# ---- buffer_seq_ctrl ----
File: src/rtl/buffer_seq_ctrl.sv
// rtl/buffer_seq_ctrl.sv - tile buffer sequencer: one load phase, then P replay passes of N rows
module buffer_seq_ctrl #(
   parameter int DEPTH  = 16,
   parameter int ADDR_W = $clog2(DEPTH),
   parameter int PASS_W = 8
) (
   input  logic              i_clk,
   input  logic              i_rst_n,
   input  logic              i_start,
   input  logic [ADDR_W:0]   i_num_rows,
   input  logic [PASS_W-1:0] i_num_passes,
   input  logic              i_abort,
   input  logic              i_wr_valid,
   output logic              o_wr_ready,
   output logic              o_we,
   output logic [ADDR_W-1:0] o_addr_wr,
   output logic              o_rd_valid,
   input  logic              i_rd_ready,
   output logic [ADDR_W-1:0] o_addr_rd,
   output logic              o_rd_last,
   output logic              o_rd_final,
   output logic              o_busy,
   output logic              o_done,
   output logic              o_err
);

   typedef enum logic [1:0] {IDLE, LOAD, READ, DONE} state_t;

   localparam logic [ADDR_W:0] DEPTH_C = (ADDR_W+1)'(DEPTH);

   state_t            state_q, state_d;
   logic [ADDR_W:0]   wr_cnt, rd_cnt, n_q;
   logic [PASS_W-1:0] pass_cnt, p_q;
   logic              err_q;
   logic              cfg_ok, wr_last, rd_last, pass_last;

   assign cfg_ok    = (i_num_rows != '0) && (i_num_rows <= DEPTH_C) && (i_num_passes != '0);
   assign wr_last   = (wr_cnt == n_q - 1'b1);
   assign rd_last   = (rd_cnt == n_q - 1'b1);
   assign pass_last = (pass_cnt == p_q - 1'b1);

   always_ff @(posedge i_clk or negedge i_rst_n) begin
      if (!i_rst_n) begin
         state_q <= IDLE;
      end else begin
         state_q <= state_d;
      end
   end

   // Outputs decode only from state_q, so an async reset forces them all to 0 at once.
   always_comb begin
      state_d    = state_q;
      o_wr_ready = 1'b0;
      o_addr_wr  = '0;
      o_rd_valid = 1'b0;
      o_addr_rd  = '0;
      o_rd_last  = 1'b0;
      o_rd_final = 1'b0;
      o_done     = 1'b0;
      case (state_q)
         IDLE: begin
            if (i_start && cfg_ok) state_d = LOAD;
         end
         LOAD: begin
            o_wr_ready = 1'b1;
            o_addr_wr  = wr_cnt[ADDR_W-1:0];
            if (i_wr_valid && wr_last) state_d = READ;
         end
         READ: begin
            o_rd_valid = 1'b1;
            o_addr_rd  = rd_cnt[ADDR_W-1:0];
            o_rd_last  = rd_last;
            o_rd_final = rd_last && pass_last;
            if (i_rd_ready && rd_last && pass_last) state_d = DONE;
         end
         DONE: begin
            o_done  = 1'b1;
            state_d = IDLE;
         end
         default: state_d = IDLE;
      endcase
      if (i_abort) state_d = IDLE;
   end

   assign o_we   = i_wr_valid & o_wr_ready;
   assign o_busy = (state_q == LOAD) || (state_q == READ);
   assign o_err  = err_q;

   always_ff @(posedge i_clk or negedge i_rst_n) begin
      if (!i_rst_n) begin
         wr_cnt   <= '0;
         rd_cnt   <= '0;
         pass_cnt <= '0;
         n_q      <= '0;
         p_q      <= '0;
         err_q    <= 1'b0;
      end else begin
         err_q <= (state_q == IDLE) && i_start && !cfg_ok && !i_abort;
         if (i_abort) begin
            wr_cnt   <= '0;
            rd_cnt   <= '0;
            pass_cnt <= '0;
         end else begin
            case (state_q)
               IDLE: begin
                  if (i_start && cfg_ok) begin
                     n_q      <= i_num_rows;
                     p_q      <= i_num_passes;
                     wr_cnt   <= '0;
                     rd_cnt   <= '0;
                     pass_cnt <= '0;
                  end
               end
               LOAD: begin
                  if (o_we) wr_cnt <= wr_cnt + 1'b1;
               end
               READ: begin
                  if (i_rd_ready) begin
                     if (rd_last) begin
                        rd_cnt   <= '0;
                        pass_cnt <= pass_cnt + 1'b1;
                     end else begin
                        rd_cnt <= rd_cnt + 1'b1;
                     end
                  end
               end
               default: ;
            endcase
         end
      end
   end

endmodule

File: config.mk
export PLATFORM = sky130hd
export DESIGN_NAME = buffer_seq_ctrl
export DESIGN_NICKNAME = d
export VERILOG_FILES = /design/src/rtl/buffer_seq_ctrl.sv
export SDC_FILE = /design/constraint.sdc
export NUM_CORES = 1
export LEC_CHECK = 0
export CORE_MARGIN = 4
export CORE_UTILIZATION = 55
export CTS_CLUSTER_DIAMETER = 100
export DETAILED_ROUTE_END_ITERATION = 8
export HOLD_SLACK_MARGIN = 0.06
export PLACE_DENSITY = 0.83
export SYNTH_ARGS = -nofsm -noshare
export SYNTH_HDL_FRONTEND = slang
export SYNTH_SLANG_ARGS = --single-unit
File: constraint.sdc
create_clock -name i_clk -period 4.6 [get_ports i_clk]
set_clock_uncertainty 0.15 [all_clocks]
set_input_delay 0.92 -clock i_clk [delete_from_list [all_inputs] [get_ports i_clk]]
set_output_delay 0.92 -clock i_clk [all_outputs]
set_load 0.005 [all_outputs]
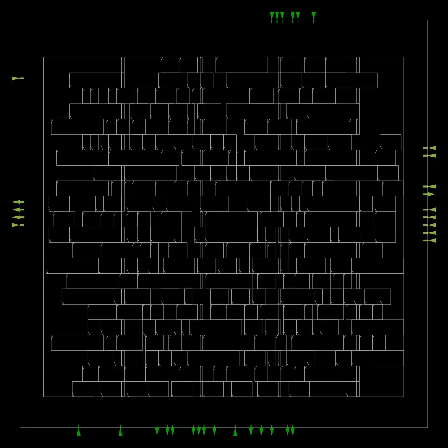
(buffer_seq_ctrl/placement.png)
CORE AREA: 3800 um^2
tapcell count: 48

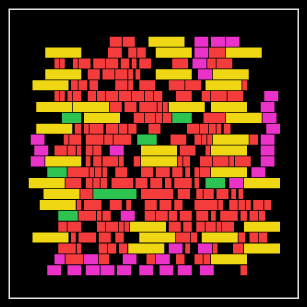
(buffer_seq_ctrl/placement_by_type.png)
Drawn at 4 px/um.
legend:
  green:
    class: clock drivers and dummy loads
    cells: 7
    share_of_their_area: 4.2%
  red:
    class: combinational and other logic
    cells: 189
    share_of_their_area: 51%
  yellow:
    class: sequential cells
    cells: 34
    share_of_their_area: 32%
  magenta:
    class: remaining buffers and delay cells
    cells: 35
    share_of_their_area: 13%

==> flow_metrics.py <==
# Synthesis and PnR figures
metrics = {
    "clock_network": {
        "hold_buffers": 0,
        "cts-root-buf": "clkbuf_8",
        "cts_tree": "built",
    },
    "sta": {
        "setup_viol": 0,
        "rsz0062_at_grt": "no",
        "worst_slack_ns": 0.590,
        "post-route-min-period_ns": 4.01,
    },
    "floorplan": {
        "std_cell_rows": 22,
        "die-area_um2": 5160,
        "pin_count": 35,
    },
    "global_routing": {
        "grt_max_degree": 35,
        "use_met1_pct": 25.5,
        "grt_pass1_wl_um": 7650,
        "track_usage_pct": 18.9,
        "grt_pass1_vias": 1662,
    },
    "power": {
        "p_seq_uw": 490,
        "power_density_nw_per_um2": 502,
        "peakVddDrop_mv": 0.334,
    },
    "setup_path": {
        "cp_top_family": "simple AND/OR/NAND/NOR gates",
        "crit_path_max_incr_delay_ns": 0.58,
        "critPathBufInv": 2,
        "worstRegToRegCells": 7,
        "start_kind": "register",
    },
    "synthesis": {
        "ys_top_cells_by_area": "dfrtp_1, xor2_1, ha_1",
        "synth_stat.cells": 229,
    },
    "place": {
        "io_buffers": 34,
        "gp_congestion": 0.823,
        "post-dp-hpwl_um": 3500,
        "place_inst": 306,
    },
    "status": {
        "outcome": "complete, no violations",
    },
    "layout": {
        "drive_above_1_share_pct": 9.06,
        "final_nets": 293,
        "top_area_cell_class": "logic gates",
        "instances_no_fill": 313,
        "comb_share_pct": 48.3,
        "num_antenna_cells": 0,
    },
    "detailed_routing": {
        "drt_iter0_markers": 110,
    },
    "min_path": {
        "holdPathStages": 1,
        "hp-start": "pass_cnt[0]",
    },
}

# ---- mem_stage_flat ----
<file path="src/rtl/mem_stage_if.sv">
// EX/MEM -> MEM/WB bus for the memory stage: pipeline controls, incoming
// EX/MEM fields, the branch redirect and the registered MEM/WB fields.
interface mem_stage_if;
    logic        stall;
    logic        flush;
    logic        inValid;
    logic [31:0] inAdder;
    logic        inZf;
    logic [31:0] inOutAlu;
    logic [31:0] inRD2;
    logic [4:0]  inMux5b;
    logic        inMemRead;
    logic        inMemWrite;
    logic        inMemToReg;
    logic        inRegWrite;
    logic        inBranch;

    logic        outPcSrc;
    logic [31:0] outBranchTarget;
    logic [31:0] outReadData;
    logic [31:0] outOutAlu;
    logic [4:0]  outMux5b;
    logic        outMemToReg;
    logic        outRegWrite;
    logic        outValid;
    logic        outMisalign;
    logic [15:0] outStoreCount;

    modport master (
        output stall, flush, inValid, inAdder, inZf, inOutAlu, inRD2, inMux5b,
               inMemRead, inMemWrite, inMemToReg, inRegWrite, inBranch,
        input  outPcSrc, outBranchTarget, outReadData, outOutAlu, outMux5b,
               outMemToReg, outRegWrite, outValid, outMisalign, outStoreCount
    );

    modport slave (
        input  stall, flush, inValid, inAdder, inZf, inOutAlu, inRD2, inMux5b,
               inMemRead, inMemWrite, inMemToReg, inRegWrite, inBranch,
        output outPcSrc, outBranchTarget, outReadData, outOutAlu, outMux5b,
               outMemToReg, outRegWrite, outValid, outMisalign, outStoreCount
    );
endinterface

</file>
<file path="src/rtl/mem_stage.sv">
// Pipeline MEM stage: word-addressed data memory with async read, branch
// redirect, and the MEM/WB register with flush/stall and a saturating store count.
module mem_stage #(
    parameter int DEPTH = 64
) (
    input logic        clk,
    input logic        rst,
    mem_stage_if.slave bus
);
    localparam int AW = $clog2(DEPTH);

    logic [31:0]   mem [DEPTH];
    logic [AW-1:0] wordIdx;
    logic          access;
    logic          misaligned;
    logic          doStore;
    logic          doLoad;
    logic [31:0]   loadData;
    logic          unusedAddrBits;

    // Upper address bits are deliberately dropped so accesses wrap modulo DEPTH words.
    assign wordIdx        = bus.inOutAlu[AW+1:2];
    assign unusedAddrBits = ^bus.inOutAlu[31:AW+2];

    assign access     = bus.inValid & (bus.inMemRead | bus.inMemWrite);
    assign misaligned = access & (bus.inOutAlu[1:0] != 2'b00);
    assign doStore    = bus.inValid & bus.inMemWrite & ~misaligned &
                        ~bus.stall & ~bus.flush & ~rst;
    // A read+write instruction behaves as a store, so it returns no load data.
    assign doLoad     = bus.inMemRead & ~bus.inMemWrite & ~misaligned;
    assign loadData   = doLoad ? mem[wordIdx] : 32'h0;

    assign bus.outPcSrc        = bus.inValid & bus.inBranch & bus.inZf & ~bus.flush;
    assign bus.outBranchTarget = bus.inAdder;

    always_ff @(posedge clk) begin
        if (doStore) mem[wordIdx] <= bus.inRD2;
    end

    always_ff @(posedge clk or posedge rst) begin
        if (rst) begin
            bus.outReadData   <= '0;
            bus.outOutAlu     <= '0;
            bus.outMux5b      <= '0;
            bus.outMemToReg   <= 1'b0;
            bus.outRegWrite   <= 1'b0;
            bus.outValid      <= 1'b0;
            bus.outMisalign   <= 1'b0;
            bus.outStoreCount <= '0;
        end else if (bus.flush) begin
            bus.outReadData   <= '0;
            bus.outOutAlu     <= '0;
            bus.outMux5b      <= '0;
            bus.outMemToReg   <= 1'b0;
            bus.outRegWrite   <= 1'b0;
            bus.outValid      <= 1'b0;
            bus.outMisalign   <= 1'b0;
        end else if (!bus.stall) begin
            bus.outReadData <= loadData;
            bus.outOutAlu   <= bus.inOutAlu;
            bus.outMux5b    <= bus.inMux5b;
            bus.outMemToReg <= bus.inMemToReg;
            bus.outRegWrite <= bus.inValid & bus.inRegWrite & ~misaligned;
            bus.outValid    <= bus.inValid;
            bus.outMisalign <= misaligned;
            if (doStore && bus.outStoreCount != 16'hFFFF)
                bus.outStoreCount <= bus.outStoreCount + 16'd1;
        end
    end
endmodule

</file>
<file path="src/flat_wrapper.sv">
// flat-port wrapper written by rule: the top's interface ports become plain ports
module mem_stage_flat 
#(
    parameter int DEPTH = 64
)
  (clk, rst, bus_stall, bus_flush, bus_inValid, bus_inAdder, bus_inZf, bus_inOutAlu, bus_inRD2, bus_inMux5b, bus_inMemRead, bus_inMemWrite, bus_inMemToReg, bus_inRegWrite, bus_inBranch, bus_outPcSrc, bus_outBranchTarget, bus_outReadData, bus_outOutAlu, bus_outMux5b, bus_outMemToReg, bus_outRegWrite, bus_outValid, bus_outMisalign, bus_outStoreCount);
  mem_stage_if bus_i ();
  input logic clk;
  input logic rst;
  input wire logic [$bits(bus_i.stall)-1:0] bus_stall;
  input wire logic [$bits(bus_i.flush)-1:0] bus_flush;
  input wire logic [$bits(bus_i.inValid)-1:0] bus_inValid;
  input wire logic [$bits(bus_i.inAdder)-1:0] bus_inAdder;
  input wire logic [$bits(bus_i.inZf)-1:0] bus_inZf;
  input wire logic [$bits(bus_i.inOutAlu)-1:0] bus_inOutAlu;
  input wire logic [$bits(bus_i.inRD2)-1:0] bus_inRD2;
  input wire logic [$bits(bus_i.inMux5b)-1:0] bus_inMux5b;
  input wire logic [$bits(bus_i.inMemRead)-1:0] bus_inMemRead;
  input wire logic [$bits(bus_i.inMemWrite)-1:0] bus_inMemWrite;
  input wire logic [$bits(bus_i.inMemToReg)-1:0] bus_inMemToReg;
  input wire logic [$bits(bus_i.inRegWrite)-1:0] bus_inRegWrite;
  input wire logic [$bits(bus_i.inBranch)-1:0] bus_inBranch;
  output wire logic [$bits(bus_i.outPcSrc)-1:0] bus_outPcSrc;
  output wire logic [$bits(bus_i.outBranchTarget)-1:0] bus_outBranchTarget;
  output wire logic [$bits(bus_i.outReadData)-1:0] bus_outReadData;
  output wire logic [$bits(bus_i.outOutAlu)-1:0] bus_outOutAlu;
  output wire logic [$bits(bus_i.outMux5b)-1:0] bus_outMux5b;
  output wire logic [$bits(bus_i.outMemToReg)-1:0] bus_outMemToReg;
  output wire logic [$bits(bus_i.outRegWrite)-1:0] bus_outRegWrite;
  output wire logic [$bits(bus_i.outValid)-1:0] bus_outValid;
  output wire logic [$bits(bus_i.outMisalign)-1:0] bus_outMisalign;
  output wire logic [$bits(bus_i.outStoreCount)-1:0] bus_outStoreCount;
  assign bus_i.stall = bus_stall;
  assign bus_i.flush = bus_flush;
  assign bus_i.inValid = bus_inValid;
  assign bus_i.inAdder = bus_inAdder;
  assign bus_i.inZf = bus_inZf;
  assign bus_i.inOutAlu = bus_inOutAlu;
  assign bus_i.inRD2 = bus_inRD2;
  assign bus_i.inMux5b = bus_inMux5b;
  assign bus_i.inMemRead = bus_inMemRead;
  assign bus_i.inMemWrite = bus_inMemWrite;
  assign bus_i.inMemToReg = bus_inMemToReg;
  assign bus_i.inRegWrite = bus_inRegWrite;
  assign bus_i.inBranch = bus_inBranch;
  assign bus_outPcSrc = bus_i.outPcSrc;
  assign bus_outBranchTarget = bus_i.outBranchTarget;
  assign bus_outReadData = bus_i.outReadData;
  assign bus_outOutAlu = bus_i.outOutAlu;
  assign bus_outMux5b = bus_i.outMux5b;
  assign bus_outMemToReg = bus_i.outMemToReg;
  assign bus_outRegWrite = bus_i.outRegWrite;
  assign bus_outValid = bus_i.outValid;
  assign bus_outMisalign = bus_i.outMisalign;
  assign bus_outStoreCount = bus_i.outStoreCount;
  mem_stage #(.DEPTH(DEPTH)) u_core (.clk(clk), .rst(rst), .bus(bus_i));
endmodule
</file>
<file path="config.mk">
export PLATFORM = sky130hd
export DESIGN_NAME = mem_stage_flat
export DESIGN_NICKNAME = d
export VERILOG_FILES = /design/src/rtl/mem_stage_if.sv /design/src/rtl/mem_stage.sv /design/src/flat_wrapper.sv
export SDC_FILE = /design/constraint.sdc
export NUM_CORES = 2
export LEC_CHECK = 0
export CORE_ASPECT_RATIO = 0.9
export CORE_UTILIZATION = 32
export CTS_CLUSTER_DIAMETER = 80
export DETAILED_ROUTE_END_ITERATION = 7
export GPL_TIMING_DRIVEN = 0
export PLACE_DENSITY = 0.45
export SKIP_LAST_GASP = 1
export SLEW_MARGIN = 25
export SYNTH_ARGS = -nofsm -noshare
export SYNTH_HDL_FRONTEND = slang
export SYNTH_SLANG_ARGS = --single-unit
</file>
<file path="constraint.sdc">
create_clock -name clk -period 6.68 [get_ports clk]
set_input_delay 1.336 -clock clk [delete_from_list [all_inputs] [get_ports clk]]
set_output_delay 1.336 -clock clk [all_outputs]
set_load 0.01 [all_outputs]
</file>
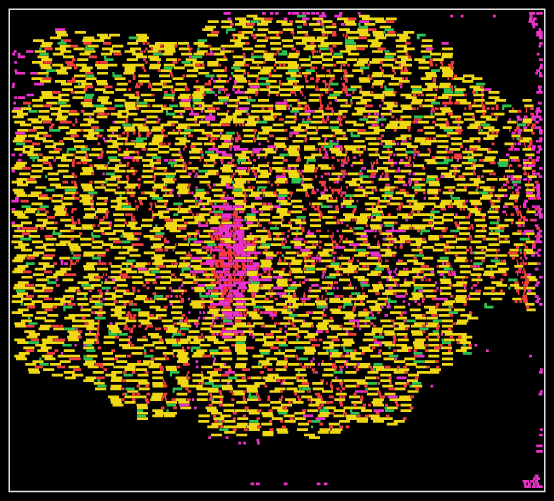
(mem_stage_flat/placement_by_type.png)
Drawn at 1 px/um.
legend:
  yellow:
    class: sequential cells
    cells: 2,137
    share_of_their_area: 67%
  red:
    class: combinational and other logic
    cells: 1,995
    share_of_their_area: 17%
  magenta:
    class: remaining buffers and delay cells
    cells: 747
    share_of_their_area: 8.3%
  green:
    class: clock drivers and dummy loads
    cells: 403
    share_of_their_area: 7.3%

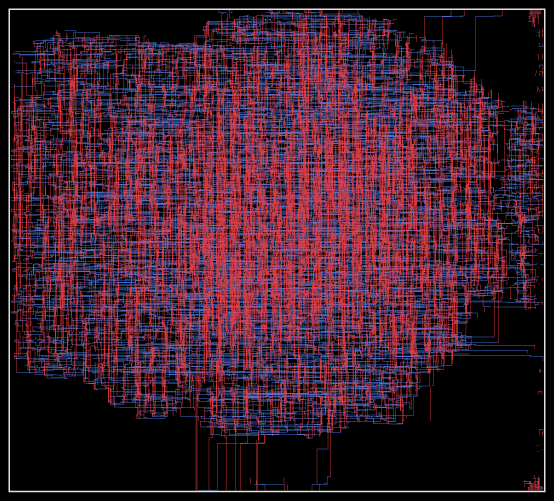
(mem_stage_flat/wires.png)
Drawn at 1 px/um. Only two layers are drawn.
legend:
  blue:
    layer: metal 1
    wire_length: 136 mm
  red:
    layer: metal 2
    wire_length: 144 mm

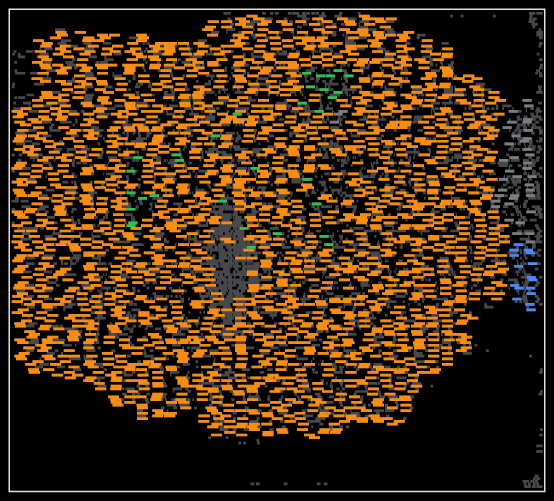
(mem_stage_flat/flops_by_reg.png)
Drawn at 1 px/um.
legend:
  orange:
    name_in_the_netlist: u_core.mem
    flops: 2,048
    where: spread over the die
  green:
    name_in_the_netlist: u_core.bus.outReadData
    flops: 32
  blue:
    name_in_the_netlist: u_core.bus.outStoreCount
    flops: 16
    where: middle right

==> flow_metrics.py <==
# Synthesis and PnR figures
metrics = {
    "status": {
        "outcome": "complete, no violations",
    },
    "synthesis": {
        "common_cells": "edfxtp_1, a22oi_1, a221oi_1, nor2_1, buf_2",
        "yosys-stat-area_um2": 81500,
        "synth_stat.cells": 4510,
        "ys_sh_aoi_pct": 11.2,
        "ys_sh_adder_pct": 0.0154,
        "synth_warnings": 0,
        "xor_share_pct": 0.161,
    },
    "layout": {
        "seq_share_pct": 64.2,
        "largest-register": "u_core.mem",
        "drive_above_1_share_pct": 18.9,
        "nClkBuffers": 287,
        "largest_reg_flops": 2048,
        "final_nets": 5220,
        "layout_top_cells": "edfxtp_1, a22oi_1, a221oi_1",
        "buffers": 747,
    },
    "power": {
        "clockPowerShare_pct": 42.3,
        "power.switching_uw": 6780,
        "power-top-group": "sequential cells",
        "p_leak_uw": 0.0315,
        "clock_net_power_uw": 12200,
        "switching_share_pct": 23.5,
    },
    "global_routing": {
        "grt_use_met3_pct": 6.63,
        "use_met1_pct": 34.8,
    },
    "job": {
        "tool_warnings": 27,
    },
    "place": {
        "gp_congestion": 0.959,
        "io_buffers": 198,
    },
    "setup_path": {
        "crit_end": "u_core.mem[63][14]",
        "cp-startpoint": "bus_inOutAlu[2]",
        "arrival_ns": 7.25,
        "slowest_stage": "nor2_4",
    },
    "clock_network": {
        "postCtsSetupBuffers": 0,
        "cts.sinks": 2137,
    },
    "detailed_routing": {
        "first_pass_iters": 7,
        "wl_per_cell_um": 38.5,
        "num_vias": 51063,
    },
    "floorplan": {
        "pin_count": 234,
        "core_um2": 253000,
        "die-area_um2": 257000,
    },
    "sta": {
        "rsz0062_at_grt": "no",
    },
}

# ---- bcd_source_selector ----
==> bcd_source_selector/flops_by_reg.png <==
Drawn at 6 px/um.
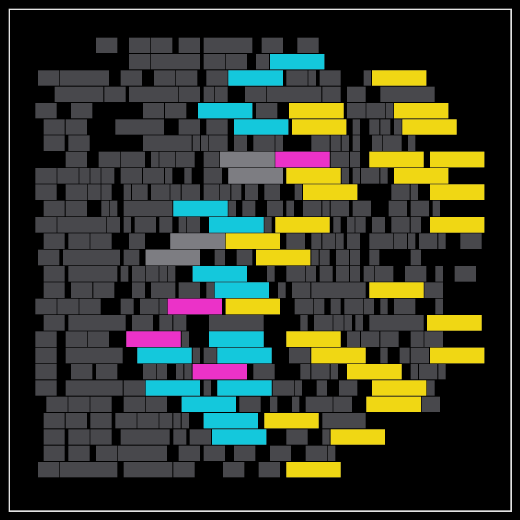
==> bcd_source_selector/wires.png <==
Drawn at 4 px/um. Only two layers are drawn.
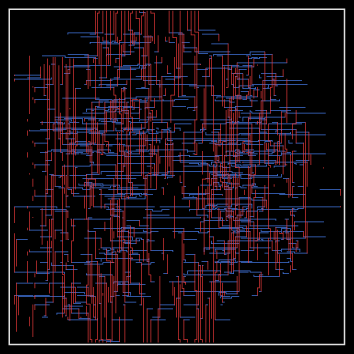
<file path="src/rtl/bcd_disp_pkg.sv">
// bcd_disp_pkg: shared BCD display constants and the valid-digit test
package bcd_disp_pkg;
  localparam int BCD_W = 4;
  localparam logic [BCD_W-1:0] BCD_BLANK = 4'hF;
  localparam logic [BCD_W-1:0] BCD_MAX = 4'd9;
  function automatic logic is_bcd_digit(input logic [BCD_W-1:0] n);
    return n <= BCD_MAX;
  endfunction
endpackage

</file>
<file path="src/rtl/next_valid_src.sv">
// next_valid_src: round-robin search for the next valid source after cur (ports: cur, valid -> nxt, found)
module next_valid_src #(
  parameter int NUM_SRC = 4,
  localparam int SEL_W = $clog2(NUM_SRC)
) (
  input  logic [SEL_W-1:0]   cur,
  input  logic [NUM_SRC-1:0] valid,
  output logic [SEL_W-1:0]   nxt,
  output logic               found
);
  // Scanning from the farthest offset down lets the nearest valid index win; offset NUM_SRC is cur itself.
  always_comb begin
    nxt = cur;
    found = 1'b0;
    for (int k = NUM_SRC; k >= 1; k--) begin
      if (valid[(int'(cur) + k) % NUM_SRC]) begin
        nxt = SEL_W'((int'(cur) + k) % NUM_SRC);
        found = 1'b1;
      end
    end
  end
endmodule

</file>
<file path="src/rtl/bcd_source_selector.sv">
// bcd_source_selector: picks one of NUM_SRC BCD readouts (manual or timed rotation) and registers its blanked digits
// ports: clk, reset (async high), src_bcd/src_valid sources, mode_auto, sel_manual, blank_lz ->
//        digits, digit_blank, active_src, switch_pulse (all registered)
module bcd_source_selector
  import bcd_disp_pkg::*;
#(
  parameter int NUM_SRC = 4,
  parameter int NUM_DIGITS = 4,
  parameter int DWELL_CYCLES = 100_000_000,
  localparam int SEL_W = $clog2(NUM_SRC)
) (
  input  logic                              clk,
  input  logic                              reset,
  input  logic [NUM_SRC*NUM_DIGITS*BCD_W-1:0] src_bcd,
  input  logic [NUM_SRC-1:0]                src_valid,
  input  logic                              mode_auto,
  input  logic [SEL_W-1:0]                  sel_manual,
  input  logic                              blank_lz,
  output logic [NUM_DIGITS*BCD_W-1:0]       digits,
  output logic [NUM_DIGITS-1:0]             digit_blank,
  output logic [SEL_W-1:0]                  active_src,
  output logic                              switch_pulse
);
  localparam int CNT_W = $clog2(DWELL_CYCLES);
  logic [SEL_W-1:0] r_active, w_active_nxt, w_nxt;
  logic [CNT_W-1:0] r_cnt, w_cnt_nxt;
  logic r_mode_d, r_pulse, w_found;
  logic [NUM_DIGITS*BCD_W-1:0] r_digits, w_digits;
  logic [NUM_DIGITS-1:0] r_blank, w_blank;
  next_valid_src #(.NUM_SRC(NUM_SRC)) u_next (
    .cur(r_active),
    .valid(src_valid),
    .nxt(w_nxt),
    .found(w_found)
  );
  always_ff @(posedge clk or posedge reset)
    if (reset) begin
      r_active <= '0;
      r_cnt <= '0;
      r_mode_d <= 1'b0;
      r_pulse <= 1'b0;
      r_digits <= '0;
      r_blank <= '0;
    end else begin
      r_active <= w_active_nxt;
      r_cnt <= w_cnt_nxt;
      r_mode_d <= mode_auto;
      r_pulse <= w_active_nxt != r_active;
      r_digits <= w_digits;
      r_blank <= w_blank;
    end
  // Manual mode and the first auto cycle keep the counter at zero; auto advances on expiry or when
  // the shown source drops out, holding if nothing is valid.
  always_comb begin
    w_active_nxt = r_active;
    w_cnt_nxt = '0;
    if (!mode_auto) begin
      if (int'(sel_manual) < NUM_SRC && src_valid[sel_manual]) w_active_nxt = sel_manual;
    end else if (r_mode_d && (!src_valid[r_active] || r_cnt == CNT_W'(DWELL_CYCLES - 1)))
      w_active_nxt = w_found ? w_nxt : r_active;
    else if (r_mode_d)
      w_cnt_nxt = r_cnt + 1'b1;
  end
  // lead stays set while every digit above and including d is zero; digit 0 is never LZ-blanked.
  always_comb begin
    logic lead;
    logic [BCD_W-1:0] n;
    lead = blank_lz;
    n = '0;
    w_digits = '0;
    w_blank = '0;
    for (int d = NUM_DIGITS - 1; d >= 0; d--) begin
      n = src_bcd[(int'(r_active) * NUM_DIGITS + d) * BCD_W +: BCD_W];
      lead = lead && n == '0;
      w_digits[d*BCD_W +: BCD_W] = is_bcd_digit(n) ? n : BCD_BLANK;
      w_blank[d] = !is_bcd_digit(n) || (lead && d != 0);
    end
  end
  assign digits = r_digits;
  assign digit_blank = r_blank;
  assign active_src = r_active;
  assign switch_pulse = r_pulse;
endmodule

</file>
<file path="config.mk">
export PLATFORM = sky130hd
export DESIGN_NAME = bcd_source_selector
export DESIGN_NICKNAME = d
export VERILOG_FILES = /design/src/rtl/bcd_disp_pkg.sv /design/src/rtl/next_valid_src.sv /design/src/rtl/bcd_source_selector.sv
export SDC_FILE = /design/constraint.sdc
export NUM_CORES = 1
export LEC_CHECK = 0
export CAP_MARGIN = 30
export CORE_MARGIN = 4
export CORE_UTILIZATION = 49
export CTS_BUF_LIST = sky130_fd_sc_hd__clkbuf_16
export CTS_CLUSTER_DIAMETER = 60
export DETAILED_ROUTE_END_ITERATION = 7
export PLACE_DENSITY = 0.86
export SYNTH_ARGS = -nofsm -noshare
export SYNTH_HDL_FRONTEND = slang
export SYNTH_HIERARCHICAL = 1
export SYNTH_SLANG_ARGS = --single-unit
export TNS_END_PERCENT = 100
</file>
<file path="constraint.sdc">
create_clock -name clk -period 3.3 [get_ports clk]
set_input_delay 0.495 -clock clk [delete_from_list [all_inputs] [get_ports clk]]
set_output_delay 0.495 -clock clk [all_outputs]
set_load 0.005 [all_outputs]
</file>
==> flow_metrics.py <==
# Synthesis and PnR figures
metrics = {
    "synthesis": {
        "netlist_instances": 255,
        "synth_warnings": 6,
        "ys_top_cells_by_area": "dfrtp_1, mux4_2, xnor2_1",
        "ys_sh_adder_pct": 0.449,
    },
    "power": {
        "power_uw": 2290,
    },
    "place": {
        "place_inst": 417,
        "io_buffers": 96,
        "place_area_um2": 3830,
    },
    "layout": {
        "drive_above_1_share_pct": 8.78,
        "design.seq.count": 51,
    },
    "setup_path": {
        "crit_path_max_incr_delay_ns": 0.65,
        "cp-end-kind": "register",
        "cp_top_family": "simple AND/OR/NAND/NOR gates",
    },
    "floorplan": {
        "std_cell_rows": 27,
    },
    "status": {
        "outcome": "complete, no violations",
    },
    "sta": {
        "rsz0062_at_grt": "no",
    },
}
Notes on bcd_source_selector/flops_by_reg.png above:
legend:
  yellow:
    name_in_the_netlist: r_cnt
    flops: 27
  cyan:
    name_in_the_netlist: digits
    flops: 16
  magenta:
    name_in_the_netlist: digit_blank
    flops: 4
not colored: 4

Notes on bcd_source_selector/wires.png above:
legend:
  red:
    layer: metal 2
    wire_length: 3,400 um
  blue:
    layer: metal 1
    wire_length: 2,650 um


# ---- spi_master_shifter ----
==> spi_master_shifter/placement.png <==
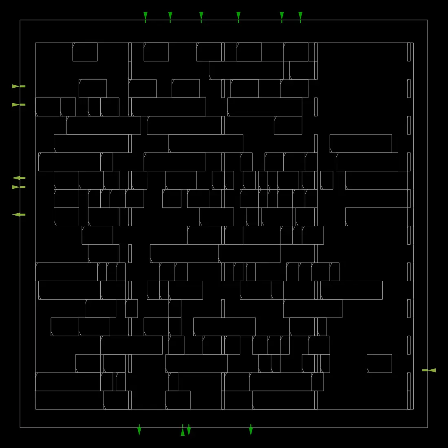
$ cat config.mk
export PLATFORM = sky130hd
export DESIGN_NAME = spi_master_shifter
export DESIGN_NICKNAME = d
export VERILOG_FILES = /design/src/rtl/spi_master_shifter.sv
export SDC_FILE = /design/constraint.sdc
export NUM_CORES = 1
export LEC_CHECK = 0
export ABC_CLOCK_PERIOD_IN_PS = 5100
export CAP_MARGIN = 20
export CORE_MARGIN = 2
export CORE_UTILIZATION = 40
export CTS_BUF_LIST = sky130_fd_sc_hd__clkbuf_8
export DETAILED_ROUTE_END_ITERATION = 10
export PLACE_DENSITY = 0.57
export SYNTH_ARGS = -nofsm -noshare
export SYNTH_HDL_FRONTEND = slang
export SYNTH_SLANG_ARGS = --single-unit
$ cat constraint.sdc
create_clock -name clk -period 5.1 [get_ports clk]
set_input_delay 0.765 -clock clk [delete_from_list [all_inputs] [get_ports clk]]
set_output_delay 0.765 -clock clk [all_outputs]
set_load 0.02 [all_outputs]
$ cat src/rtl/spi_master_shifter.sv
// -----------------------------------------------------------------------------
// spi_master_shifter
//
// Parametrised SPI master transmit/receive shifter. SCLK is derived from clk
// by an internal half-period divider, and all four CPOL/CPHA modes are
// supported. Frame width and bit order are configurable. A frame runs
// SETUP (one half-period, cs_n low) -> SHIFT (2*DATA_W half-periods)
// -> HOLD (one half-period) and then returns to IDLE with a one-cycle done
// pulse.
//
// Optional feature macro: SPI_MISO_EN
//   defined   : miso input, receive shift register and rx_data output present
//   undefined : transmit only, no receive logic or ports
//
// Ports
//   clk             in   1       system clock, all logic on posedge
//   rst_n           in   1       asynchronous active-low reset
//   data_buffer     in   DATA_W  transmit word, latched when start is accepted
//   start_transfer  in   1       transfer request, level-sampled while idle
//   data_out        out  1       MOSI
//   clk_out         out  1       SCLK
//   cs_n            out  1       chip select, active low
//   busy            out  1       frame in progress
//   done            out  1       one-cycle pulse at frame end
//   miso            in   1       serial input            (SPI_MISO_EN only)
//   rx_data         out  DATA_W  last received word      (SPI_MISO_EN only)
// -----------------------------------------------------------------------------
module spi_master_shifter #(
   parameter int DATA_W    = 8,
   parameter int CLK_DIV   = 28,
   parameter bit CPOL      = 1'b0,
   parameter bit CPHA      = 1'b0,
   parameter bit MSB_FIRST = 1'b1
) (
   input  logic              clk,
   input  logic              rst_n,
   input  logic [DATA_W-1:0] data_buffer,
   input  logic              start_transfer,
   output logic              data_out,
   output logic              clk_out,
   output logic              cs_n,
   output logic              busy,
   output logic              done
`ifdef SPI_MISO_EN
   ,
   input  logic              miso,
   output logic [DATA_W-1:0] rx_data
`endif
);

   localparam int HP_W = (CLK_DIV > 1) ? $clog2(CLK_DIV) : 1;
   localparam int EC_W = $clog2(2 * DATA_W);
   localparam logic [HP_W-1:0] HP_LAST = HP_W'(CLK_DIV - 1);
   localparam logic [EC_W-1:0] EC_LAST = EC_W'(2 * DATA_W - 1);

   typedef enum logic [1:0] {
      IDLE  = 2'd0,
      SETUP = 2'd1,
      SHIFT = 2'd2,
      HOLD  = 2'd3
   } state_t;

   // Bit that goes on the wire next, according to bit order.
   function automatic logic first_bit(input logic [DATA_W-1:0] w);
      return MSB_FIRST ? w[DATA_W-1] : w[0];
   endfunction

   // Discard the bit just transmitted.
   function automatic logic [DATA_W-1:0] shift_tx(input logic [DATA_W-1:0] w);
      return MSB_FIRST ? {w[DATA_W-2:0], 1'b0} : {1'b0, w[DATA_W-1:1]};
   endfunction

   // Insert a received bit so the word ends up in natural order for both bit orders.
   function automatic logic [DATA_W-1:0] shift_rx(input logic [DATA_W-1:0] w,
                                                  input logic             b);
      return MSB_FIRST ? {w[DATA_W-2:0], b} : {b, w[DATA_W-1:1]};
   endfunction

   state_t            state, state_nxt;
   logic [HP_W-1:0]   hp_cnt, hp_cnt_nxt;
   logic [EC_W-1:0]   edge_cnt, edge_cnt_nxt;
   logic [DATA_W-1:0] tx_sr, tx_sr_nxt;
   logic              data_out_nxt;
   logic              clk_out_nxt;
   logic              cs_n_nxt;
   logic              busy_nxt;
   logic              done_nxt;
   logic              hp_end;
   logic              leading;
`ifdef SPI_MISO_EN
   logic [DATA_W-1:0] rx_sr, rx_sr_nxt;
   logic [DATA_W-1:0] rx_data_nxt;
`endif

   assign hp_end  = (hp_cnt == HP_LAST);
   // Edges are counted from 0, so even counts are the odd (leading) toggles.
   assign leading = ~edge_cnt[0];

   always_comb begin
      state_nxt    = state;
      hp_cnt_nxt   = hp_cnt;
      edge_cnt_nxt = edge_cnt;
      tx_sr_nxt    = tx_sr;
      data_out_nxt = data_out;
      clk_out_nxt  = clk_out;
      cs_n_nxt     = cs_n;
      busy_nxt     = busy;
      done_nxt     = 1'b0;
`ifdef SPI_MISO_EN
      rx_sr_nxt    = rx_sr;
      rx_data_nxt  = rx_data;
`endif

      case (state)
         IDLE: begin
            if (start_transfer) begin
               state_nxt    = SETUP;
               hp_cnt_nxt   = '0;
               edge_cnt_nxt = '0;
               cs_n_nxt     = 1'b0;
               busy_nxt     = 1'b1;
               clk_out_nxt  = CPOL;
               // With CPHA=0 the first bit must be on the line before the first edge.
               if (!CPHA) begin
                  data_out_nxt = first_bit(data_buffer);
                  tx_sr_nxt    = shift_tx(data_buffer);
               end else begin
                  tx_sr_nxt    = data_buffer;
               end
            end
         end

         SETUP: begin
            if (hp_end) begin
               hp_cnt_nxt = '0;
               state_nxt  = SHIFT;
            end else begin
               hp_cnt_nxt = hp_cnt + 1'b1;
            end
         end

         SHIFT: begin
            if (hp_end) begin
               hp_cnt_nxt   = '0;
               clk_out_nxt  = ~clk_out;
               edge_cnt_nxt = edge_cnt + 1'b1;
               if (leading ^ CPHA) begin
`ifdef SPI_MISO_EN
                  rx_sr_nxt = shift_rx(rx_sr, miso);
`endif
               end else if (CPHA || (edge_cnt != EC_LAST)) begin
                  // No new bit after the final trailing edge in CPHA=0.
                  data_out_nxt = first_bit(tx_sr);
                  tx_sr_nxt    = shift_tx(tx_sr);
               end
               if (edge_cnt == EC_LAST) begin
                  edge_cnt_nxt = '0;
                  state_nxt    = HOLD;
               end
            end else begin
               hp_cnt_nxt = hp_cnt + 1'b1;
            end
         end

         HOLD: begin
            if (hp_end) begin
               hp_cnt_nxt   = '0;
               state_nxt    = IDLE;
               cs_n_nxt     = 1'b1;
               busy_nxt     = 1'b0;
               done_nxt     = 1'b1;
               data_out_nxt = 1'b0;
`ifdef SPI_MISO_EN
               rx_data_nxt  = rx_sr;
`endif
            end else begin
               hp_cnt_nxt = hp_cnt + 1'b1;
            end
         end

         default: begin
            state_nxt = IDLE;
         end
      endcase
   end

   always_ff @(posedge clk or negedge rst_n) begin
      if (!rst_n) begin
         state    <= IDLE;
         hp_cnt   <= '0;
         edge_cnt <= '0;
         data_out <= 1'b0;
         clk_out  <= CPOL;
         cs_n     <= 1'b1;
         busy     <= 1'b0;
         done     <= 1'b0;
`ifdef SPI_MISO_EN
         rx_data  <= '0;
`endif
      end else begin
         state    <= state_nxt;
         hp_cnt   <= hp_cnt_nxt;
         edge_cnt <= edge_cnt_nxt;
         data_out <= data_out_nxt;
         clk_out  <= clk_out_nxt;
         cs_n     <= cs_n_nxt;
         busy     <= busy_nxt;
         done     <= done_nxt;
`ifdef SPI_MISO_EN
         rx_data  <= rx_data_nxt;
`endif
      end
   end

   // Shift registers hold data only; their contents are always reloaded before use.
   always_ff @(posedge clk) begin
      tx_sr <= tx_sr_nxt;
`ifdef SPI_MISO_EN
      rx_sr <= rx_sr_nxt;
`endif
   end

endmodule

==> flow_metrics.py <==
# Synthesis and PnR figures
metrics = {
    "min_path": {
        "holdPathStages": 2,
    },
    "sta": {
        "worst_slack_ns": 2.44,
        "finalHoldViolCount": 0,
        "setup_viol": 0,
    },
    "power": {
        "power_uw": 313,
        "p_comb_share_pct": 4.1,
        "comb-power_uw": 12.9,
    },
    "synthesis": {
        "common_cells": "dfrtp_1, nand2_1, o21ai_0",
        "ys_seq_share_pct": 47.9,
        "synth.avg_cell_area_um2": 10.9,
        "ys_top_cells_by_area": "dfrtp_1, edfxtp_1, ha_1",
        "ff_type": "dfrtp_1",
        "async_flop_share_pct": 69.6,
    },
    "setup_path": {
        "slowest_stage": "ha_1",
        "critical_path_class": "reg2reg",
        "crit_end": "tx_sr[5]",
        "worstPathRequired_ns": 5.00,
    },
    "layout": {
        "top_regs": "tx_sr: 7 flops, hp_cnt: 5 flops, edge_cnt: 4 flops",
        "clock_cell_area_share_pct": 3.07,
        "layout_top_cells": "dfrtp_1, clkdlybuf4s50_1, nand2_1",
        "inverters_excl_clock": 4,
    },
    "status": {
        "outcome": "complete, no violations",
    },
    "floorplan": {
        "die_w_um": 60.5,
        "tap_cells": 44,
        "die-area_um2": 3660,
        "core_um2": 3050,
    },
    "detailed_routing": {
        "first_pass_iters": 4,
        "viasPerCell": 5.25,
        "topRoutingLayerUsed": "met4",
        "num_vias": 924,
    },
    "place": {
        "gp_congestion": 0.711,
    },
    "global_routing": {
        "track_usage_pct": 14.7,
        "use_met1_pct": 20.4,
    },
    "clock_network": {
        "cts-root-buf": "clkbuf_8",
        "cts_made_buffers": 3,
    },
}
## Picture notes: spi_master_shifter/placement.png
Seq/total area: 40.5%
FF+latch count: 23
fin util: 49.5%


# ---- mips_exec_ctrl ----
==> mips_exec_ctrl/layer_met3.png <==
Drawn at 3 px/um.
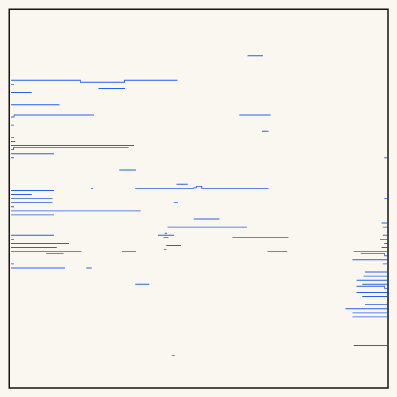
==> mips_exec_ctrl/placement.png <==
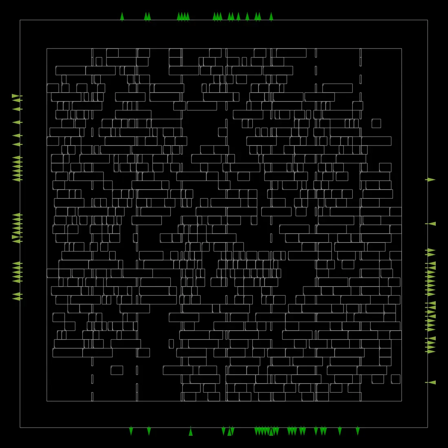
`src/rtl/mips_exec_ctrl.sv`:
```
// Execution controller for the MIPS debug system: decodes UART command bytes to
// load instruction memory, run to halt or single-step, then triggers a bucket dump.
module mips_exec_ctrl #(
   parameter int len_data      = 32,
   parameter int len_addr      = 7,
   parameter int NBIT_DATA_LEN = 8
) (
   input  logic                     clk_i,
   input  logic                     reset_i,
   input  logic [NBIT_DATA_LEN-1:0] rx_data_i,
   input  logic                     rx_done_tick_i,
   input  logic                     halt_i,
   input  logic                     dump_done_i,
   output logic                     mips_clk_en_o,
   output logic                     debug_o,
   output logic [len_addr-1:0]      inst_addr_o,
   output logic [len_data-1:0]      inst_data_o,
   output logic                     inst_we_o,
   output logic                     dump_start_o,
   output logic [31:0]              cycle_count_o,
   output logic [2:0]               state_out_o
);

   typedef enum logic [2:0] {
      S_IDLE      = 3'd0,
      S_LD_CNT    = 3'd1,
      S_LD_WORD   = 3'd2,
      S_RUN       = 3'd3,
      S_STEP_WAIT = 3'd4,
      S_STEP      = 3'd5,
      S_DUMP      = 3'd6
   } state_e;

   localparam logic [NBIT_DATA_LEN-1:0] CMD_L = NBIT_DATA_LEN'(8'h4C);
   localparam logic [NBIT_DATA_LEN-1:0] CMD_R = NBIT_DATA_LEN'(8'h52);
   localparam logic [NBIT_DATA_LEN-1:0] CMD_S = NBIT_DATA_LEN'(8'h53);
   localparam logic [NBIT_DATA_LEN-1:0] CMD_N = NBIT_DATA_LEN'(8'h4E);
   localparam logic [NBIT_DATA_LEN-1:0] CMD_E = NBIT_DATA_LEN'(8'h45);
   localparam logic [1:0]               LAST_BYTE = 2'(len_data / NBIT_DATA_LEN - 1);

   state_e                   state_q, ret_q;
   logic                     debug_q, we_q, dstart_q;
   logic [len_addr-1:0]      addr_q;
   logic [len_data-1:0]      data_q;
   logic [31:0]              cnt_q;
   logic [NBIT_DATA_LEN-1:0] nwords_q, widx_q;
   logic [1:0]               bidx_q;
   logic                     clk_en;
   logic                     last_strobe;

   // Combinational so the MIPS never gets an edge in the cycle halt rises.
   assign clk_en      = ((state_q == S_RUN) && !halt_i) || (state_q == S_STEP);
   assign last_strobe = we_q && (widx_q == nwords_q - 1'b1);

   always_ff @(posedge clk_i or negedge reset_i) begin
      if (!reset_i) begin
         state_q  <= S_IDLE;
         ret_q    <= S_IDLE;
         debug_q  <= 1'b0;
         we_q     <= 1'b0;
         dstart_q <= 1'b0;
         addr_q   <= '0;
         data_q   <= '0;
         cnt_q    <= '0;
         nwords_q <= '0;
         widx_q   <= '0;
         bidx_q   <= '0;
      end else begin
         we_q     <= 1'b0;
         dstart_q <= 1'b0;
         if (clk_en) cnt_q <= cnt_q + 32'd1;
         case (state_q)
            S_IDLE: begin
               if (rx_done_tick_i) begin
                  if (rx_data_i == CMD_L) begin
                     state_q <= S_LD_CNT;
                     cnt_q   <= '0;
                  end else if (rx_data_i == CMD_R) begin
                     if (halt_i) begin
                        state_q  <= S_DUMP;
                        ret_q    <= S_IDLE;
                        dstart_q <= 1'b1;
                     end else begin
                        state_q <= S_RUN;
                     end
                  end else if (rx_data_i == CMD_S) begin
                     state_q <= S_STEP_WAIT;
                     debug_q <= 1'b1;
                  end
               end
            end
            S_LD_CNT: begin
               if (rx_done_tick_i) begin
                  if (rx_data_i == '0) begin
                     state_q <= S_IDLE;
                  end else begin
                     nwords_q <= rx_data_i;
                     widx_q   <= '0;
                     addr_q   <= '0;
                     bidx_q   <= '0;
                     state_q  <= S_LD_WORD;
                  end
               end
            end
            S_LD_WORD: begin
               // Address advances at the end of the strobe cycle, keeping it stable during it.
               if (we_q) begin
                  addr_q <= addr_q + 1'b1;
                  widx_q <= widx_q + 1'b1;
                  if (last_strobe) state_q <= S_IDLE;
               end
               if (rx_done_tick_i && !last_strobe) begin
                  data_q <= {data_q[len_data-NBIT_DATA_LEN-1:0], rx_data_i};
                  bidx_q <= bidx_q + 1'b1;
                  if (bidx_q == LAST_BYTE) we_q <= 1'b1;
               end
            end
            S_RUN: begin
               if (halt_i) begin
                  state_q  <= S_DUMP;
                  ret_q    <= S_IDLE;
                  dstart_q <= 1'b1;
               end
            end
            S_STEP_WAIT: begin
               if (rx_done_tick_i) begin
                  if (rx_data_i == CMD_N) begin
                     if (halt_i) begin
                        state_q  <= S_DUMP;
                        ret_q    <= S_STEP_WAIT;
                        dstart_q <= 1'b1;
                     end else begin
                        state_q <= S_STEP;
                     end
                  end else if (rx_data_i == CMD_R) begin
                     debug_q <= 1'b0;
                     if (halt_i) begin
                        state_q  <= S_DUMP;
                        ret_q    <= S_IDLE;
                        dstart_q <= 1'b1;
                     end else begin
                        state_q <= S_RUN;
                     end
                  end else if (rx_data_i == CMD_E) begin
                     debug_q <= 1'b0;
                     state_q <= S_IDLE;
                  end
               end
            end
            S_STEP: begin
               state_q  <= S_DUMP;
               ret_q    <= S_STEP_WAIT;
               dstart_q <= 1'b1;
            end
            S_DUMP: begin
               if (dump_done_i) state_q <= ret_q;
            end
            default: state_q <= S_IDLE;
         endcase
      end
   end

   assign mips_clk_en_o = clk_en;
   assign debug_o       = debug_q;
   assign inst_addr_o   = addr_q;
   assign inst_data_o   = data_q;
   assign inst_we_o     = we_q;
   assign dump_start_o  = dstart_q;
   assign cycle_count_o = cnt_q;
   assign state_out_o   = state_q;

endmodule

```
`config.mk`:
```
export PLATFORM = sky130hd
export DESIGN_NAME = mips_exec_ctrl
export DESIGN_NICKNAME = d
export VERILOG_FILES = /design/src/rtl/mips_exec_ctrl.sv
export SDC_FILE = /design/constraint.sdc
export NUM_CORES = 1
export LEC_CHECK = 0
export CELL_PAD_IN_SITES_DETAIL_PLACEMENT = 0
export CELL_PAD_IN_SITES_GLOBAL_PLACEMENT = 1
export CORE_MARGIN = 8
export CORE_UTILIZATION = 41
export CTS_CLUSTER_DIAMETER = 200
export CTS_CLUSTER_SIZE = 40
export DETAILED_ROUTE_END_ITERATION = 8
export HOLD_SLACK_MARGIN = 0.03
export PLACE_DENSITY = 0.77
export SETUP_SLACK_MARGIN = 0.2
export SKIP_CTS_REPAIR_TIMING = 1
export SYNTH_ARGS = -nofsm -noshare
export SYNTH_HDL_FRONTEND = slang
export SYNTH_SLANG_ARGS = --single-unit
```
`constraint.sdc`:
```
create_clock -name clk_i -period 3.4 [get_ports clk_i]
set_input_delay 0.68 -clock clk_i [delete_from_list [all_inputs] [get_ports clk_i]]
set_output_delay 0.68 -clock clk_i [all_outputs]
set_load 0.02 [all_outputs]
```
==> flow_metrics.py <==
# Synthesis and PnR figures
metrics = {
    "detailed_routing": {
        "first_pass_iters": 4,
        "wl_met1_um": 5140,
        "drt-total-wl_um": 11600,
        "drc": 0,
        "drt_iter0_markers": 114,
    },
    "status": {
        "outcome": "complete, no violations",
    },
    "sta": {
        "post-route-min-period_ns": 3.02,
        "rsz0062_at_grt": "no",
    },
    "power": {
        "power.switching_uw": 938,
        "switching_share_pct": 28.6,
    },
    "min_path": {
        "holdPathStages": 1,
    },
    "setup_path": {
        "start_kind": "register",
    },
    "global_routing": {
        "grtUsageMet2_pct": 24.6,
        "grt-busiest-layer": "met2",
        "grt_pass1_vias": 3841,
    },
    "clock_network": {
        "clock_latency_ns": 0.34,
        "cts_tree": "built",
    },
    "place": {
        "place_inst": 689,
    },
    "synthesis": {
        "synth.top_cell.area_share_pct": 49.6,
        "yosys-stat-area_um2": 4940,
        "edf_count": 0,
    },
    "layout": {
        "flop_area_um2": 2450,
    },
}
## Picture notes: mips_exec_ctrl/layer_met3.png
share of all routed wire: 6.3%
wire length on this layer: 727 um
main direction: horizontal

## Picture notes: mips_exec_ctrl/placement.png
FF+latch count: 98
Core Rows: 40
tapcell count: 147
fin util: 53.4%


# ---- alu_exec_unit ----
--- config.mk ---
export PLATFORM = sky130hd
export DESIGN_NAME = alu_exec_unit
export DESIGN_NICKNAME = d
export VERILOG_FILES = /design/src/rtl/alu_exec_unit.sv
export SDC_FILE = /design/constraint.sdc
export NUM_CORES = 1
export LEC_CHECK = 0
export CORE_MARGIN = 3
export CORE_UTILIZATION = 56
export DETAILED_ROUTE_END_ITERATION = 12
export HOLD_SLACK_MARGIN = 0.15
export PLACE_DENSITY_LB_ADDON = 0.08
export RECOVER_POWER = 100
export SKIP_LAST_GASP = 1
export SLEW_MARGIN = 40
export SYNTH_ARGS = -nofsm -noshare
export SYNTH_HDL_FRONTEND = slang
export SYNTH_SLANG_ARGS = --single-unit
--- constraint.sdc ---
create_clock -name CLK -period 5.4 [get_ports CLK]
set_clock_uncertainty 0.15 [all_clocks]
set_input_delay 0.81 -clock CLK [delete_from_list [all_inputs] [get_ports CLK]]
set_output_delay 0.81 -clock CLK [all_outputs]
set_load 0.005 [all_outputs]
--- src/rtl/alu_exec_unit.sv ---
// Execute-stage ALU: one-cycle add/sub/slt/and/or, iterative shift-add multiply.
// Define ALU_EXEC_EARLY_TERM_EN to end a multiply once the multiplier runs out.
module alu_exec_unit #(
  parameter int WIDTH = 32
) (
  input  logic             CLK,
  input  logic             RST,
  input  logic             Start,
  input  logic [2:0]       ALU_Control,
  input  logic [WIDTH-1:0] SrcA,
  input  logic [WIDTH-1:0] SrcB,
  output logic [WIDTH-1:0] ALU_Result,
  output logic             Zero,
  output logic             Busy,
  output logic             Done
);

  localparam int CW = $clog2(WIDTH) + 1;

  typedef enum logic {
    IDLE,
    MUL
  } state_t;

  state_t           state;
  logic [WIDTH-1:0] acc;
  logic [WIDTH-1:0] mcand;
  logic [WIDTH-1:0] mplier;
  logic [CW-1:0]    cnt;

  logic [WIDTH-1:0] op_res;
  logic [WIDTH-1:0] acc_nxt;
  logic             mul_last;

  // Single-cycle result selection
  always_comb begin
    op_res = '0;
    case (ALU_Control)
      3'b010:  op_res = SrcA + SrcB;
      3'b100:  op_res = SrcA - SrcB;
      3'b110:  op_res = {{(WIDTH-1){1'b0}},
                         $signed(SrcA) < $signed(SrcB)};
      3'b000:  op_res = SrcA & SrcB;
      3'b001:  op_res = SrcA | SrcB;
      default: op_res = '0;
    endcase
  end

  // Next accumulator value and the last-iteration test
  always_comb begin
    acc_nxt = acc + (mplier[0] ? mcand : '0);
`ifdef ALU_EXEC_EARLY_TERM_EN
    mul_last = ((mplier >> 1) == '0) ||
               (cnt == CW'(WIDTH - 1));
`else
    mul_last = (cnt == CW'(WIDTH - 1));
`endif
  end

  // Control FSM with registered result, flags and multiply datapath
  always_ff @(posedge CLK) begin
    if (!RST) begin
      state      <= IDLE;
      ALU_Result <= '0;
      Zero       <= 1'b1;
      Busy       <= 1'b0;
      Done       <= 1'b0;
      acc        <= '0;
      mcand      <= '0;
      mplier     <= '0;
      cnt        <= '0;
    end else begin
      Done <= 1'b0;
      unique case (state)
        IDLE: begin
          if (Start) begin
            if (ALU_Control == 3'b101) begin
              acc    <= '0;
              mcand  <= SrcA;
              mplier <= SrcB;
              cnt    <= '0;
              Busy   <= 1'b1;
              state  <= MUL;
            end else begin
              ALU_Result <= op_res;
              Zero       <= (op_res == '0);
              Done       <= 1'b1;
            end
          end
        end
        MUL: begin
          acc    <= acc_nxt;
          mcand  <= mcand << 1;
          mplier <= mplier >> 1;
          cnt    <= cnt + 1'b1;
          if (mul_last) begin
            ALU_Result <= acc_nxt;
            Zero       <= (acc_nxt == '0);
            Done       <= 1'b1;
            Busy       <= 1'b0;
            state      <= IDLE;
          end
        end
        default: state <= IDLE;
      endcase
    end
  end

endmodule

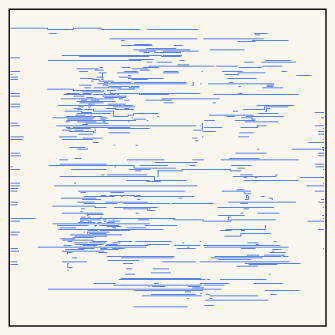
(alu_exec_unit/layer_met3.png)
Drawn at 2 px/um.
main direction: horizontal
wire length on this layer: 4,950 um
nets with wire on the layer: 319

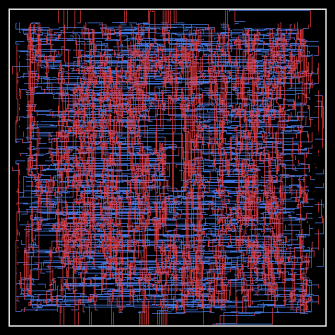
(alu_exec_unit/wires.png)
Drawn at 2 px/um. Only two layers are drawn.
legend:
  red:
    layer: metal 2
    wire_length: 17,700 um
  blue:
    layer: metal 1
    wire_length: 19,000 um

==> flow_metrics.py <==
# Synthesis and PnR figures
metrics = {
    "status": {
        "outcome": "finished with violations",
        "violations": "max-capacitance violations, max-slew violations",
    },
    "synthesis": {
        "synth.top_cell.area_share_pct": 21.5,
        "top_cell": "nand2_1",
        "synth.cell_area_um2": 12900,
        "ys_sh_aoi_pct": 34.0,
        "ys_seq_share_pct": 21.5,
        "synth_top_cell_by_area": "dfxtp_1",
        "ys_sh_adder_pct": 13.6,
    },
    "place": {
        "pre_cts_slack_ns": -0.0160,
        "place_inst": 2042,
    },
    "job": {
        "drv_cap": 2,
    },
    "min_path": {
        "hold_path_class": "reg2reg",
    },
    "sta": {
        "finalMaxSlewViolations": 84,
        "timing.final.crit_share_pct": 93.8,
        "post-route-min-period_ns": 5.06,
        "relSlewSlack_pct": -61.1,
    },
    "setup_path": {
        "crit_end": "Zero",
        "crit_path_max_incr_delay_ns": 0.58,
    },
    "power": {
        "power-top-group": "clock",
    },
    "global_routing": {
        "grt_pass1_vias": 12320,
    },
    "detailed_routing": {
        "wl_met1_um": 19000,
    },
    "clock_network": {
        "cts_tree": "built",
        "cts-root-buf": "clkbuf_16",
    },
    "layout": {
        "flop_area_um2": 2760,
    },
    "floorplan": {
        "dieHeight_um": 158,
        "die_w_um": 158,
    },
}


## Gallery

Routed metal, one color a layer.
picture 1
Drawn at 3 px/um. Only two layers are drawn.
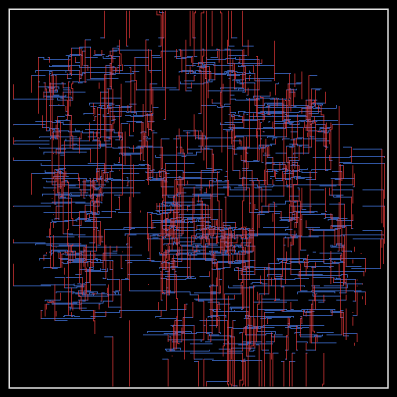
picture 2
Drawn at 4 px/um. Only two layers are drawn.
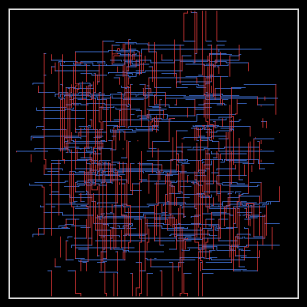
picture 3
Drawn at 6 px/um. Only two layers are drawn.
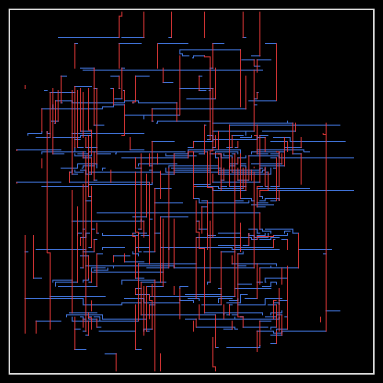
Picture 3 is spi_master_shifter.
Picture 1 is mips_exec_ctrl.
Picture 2 is buffer_seq_ctrl.
The one with the smallest die is picture 3.
The one with the least wire is picture 3.

No activity file was given, so power comes from the tool's default toggle rates.
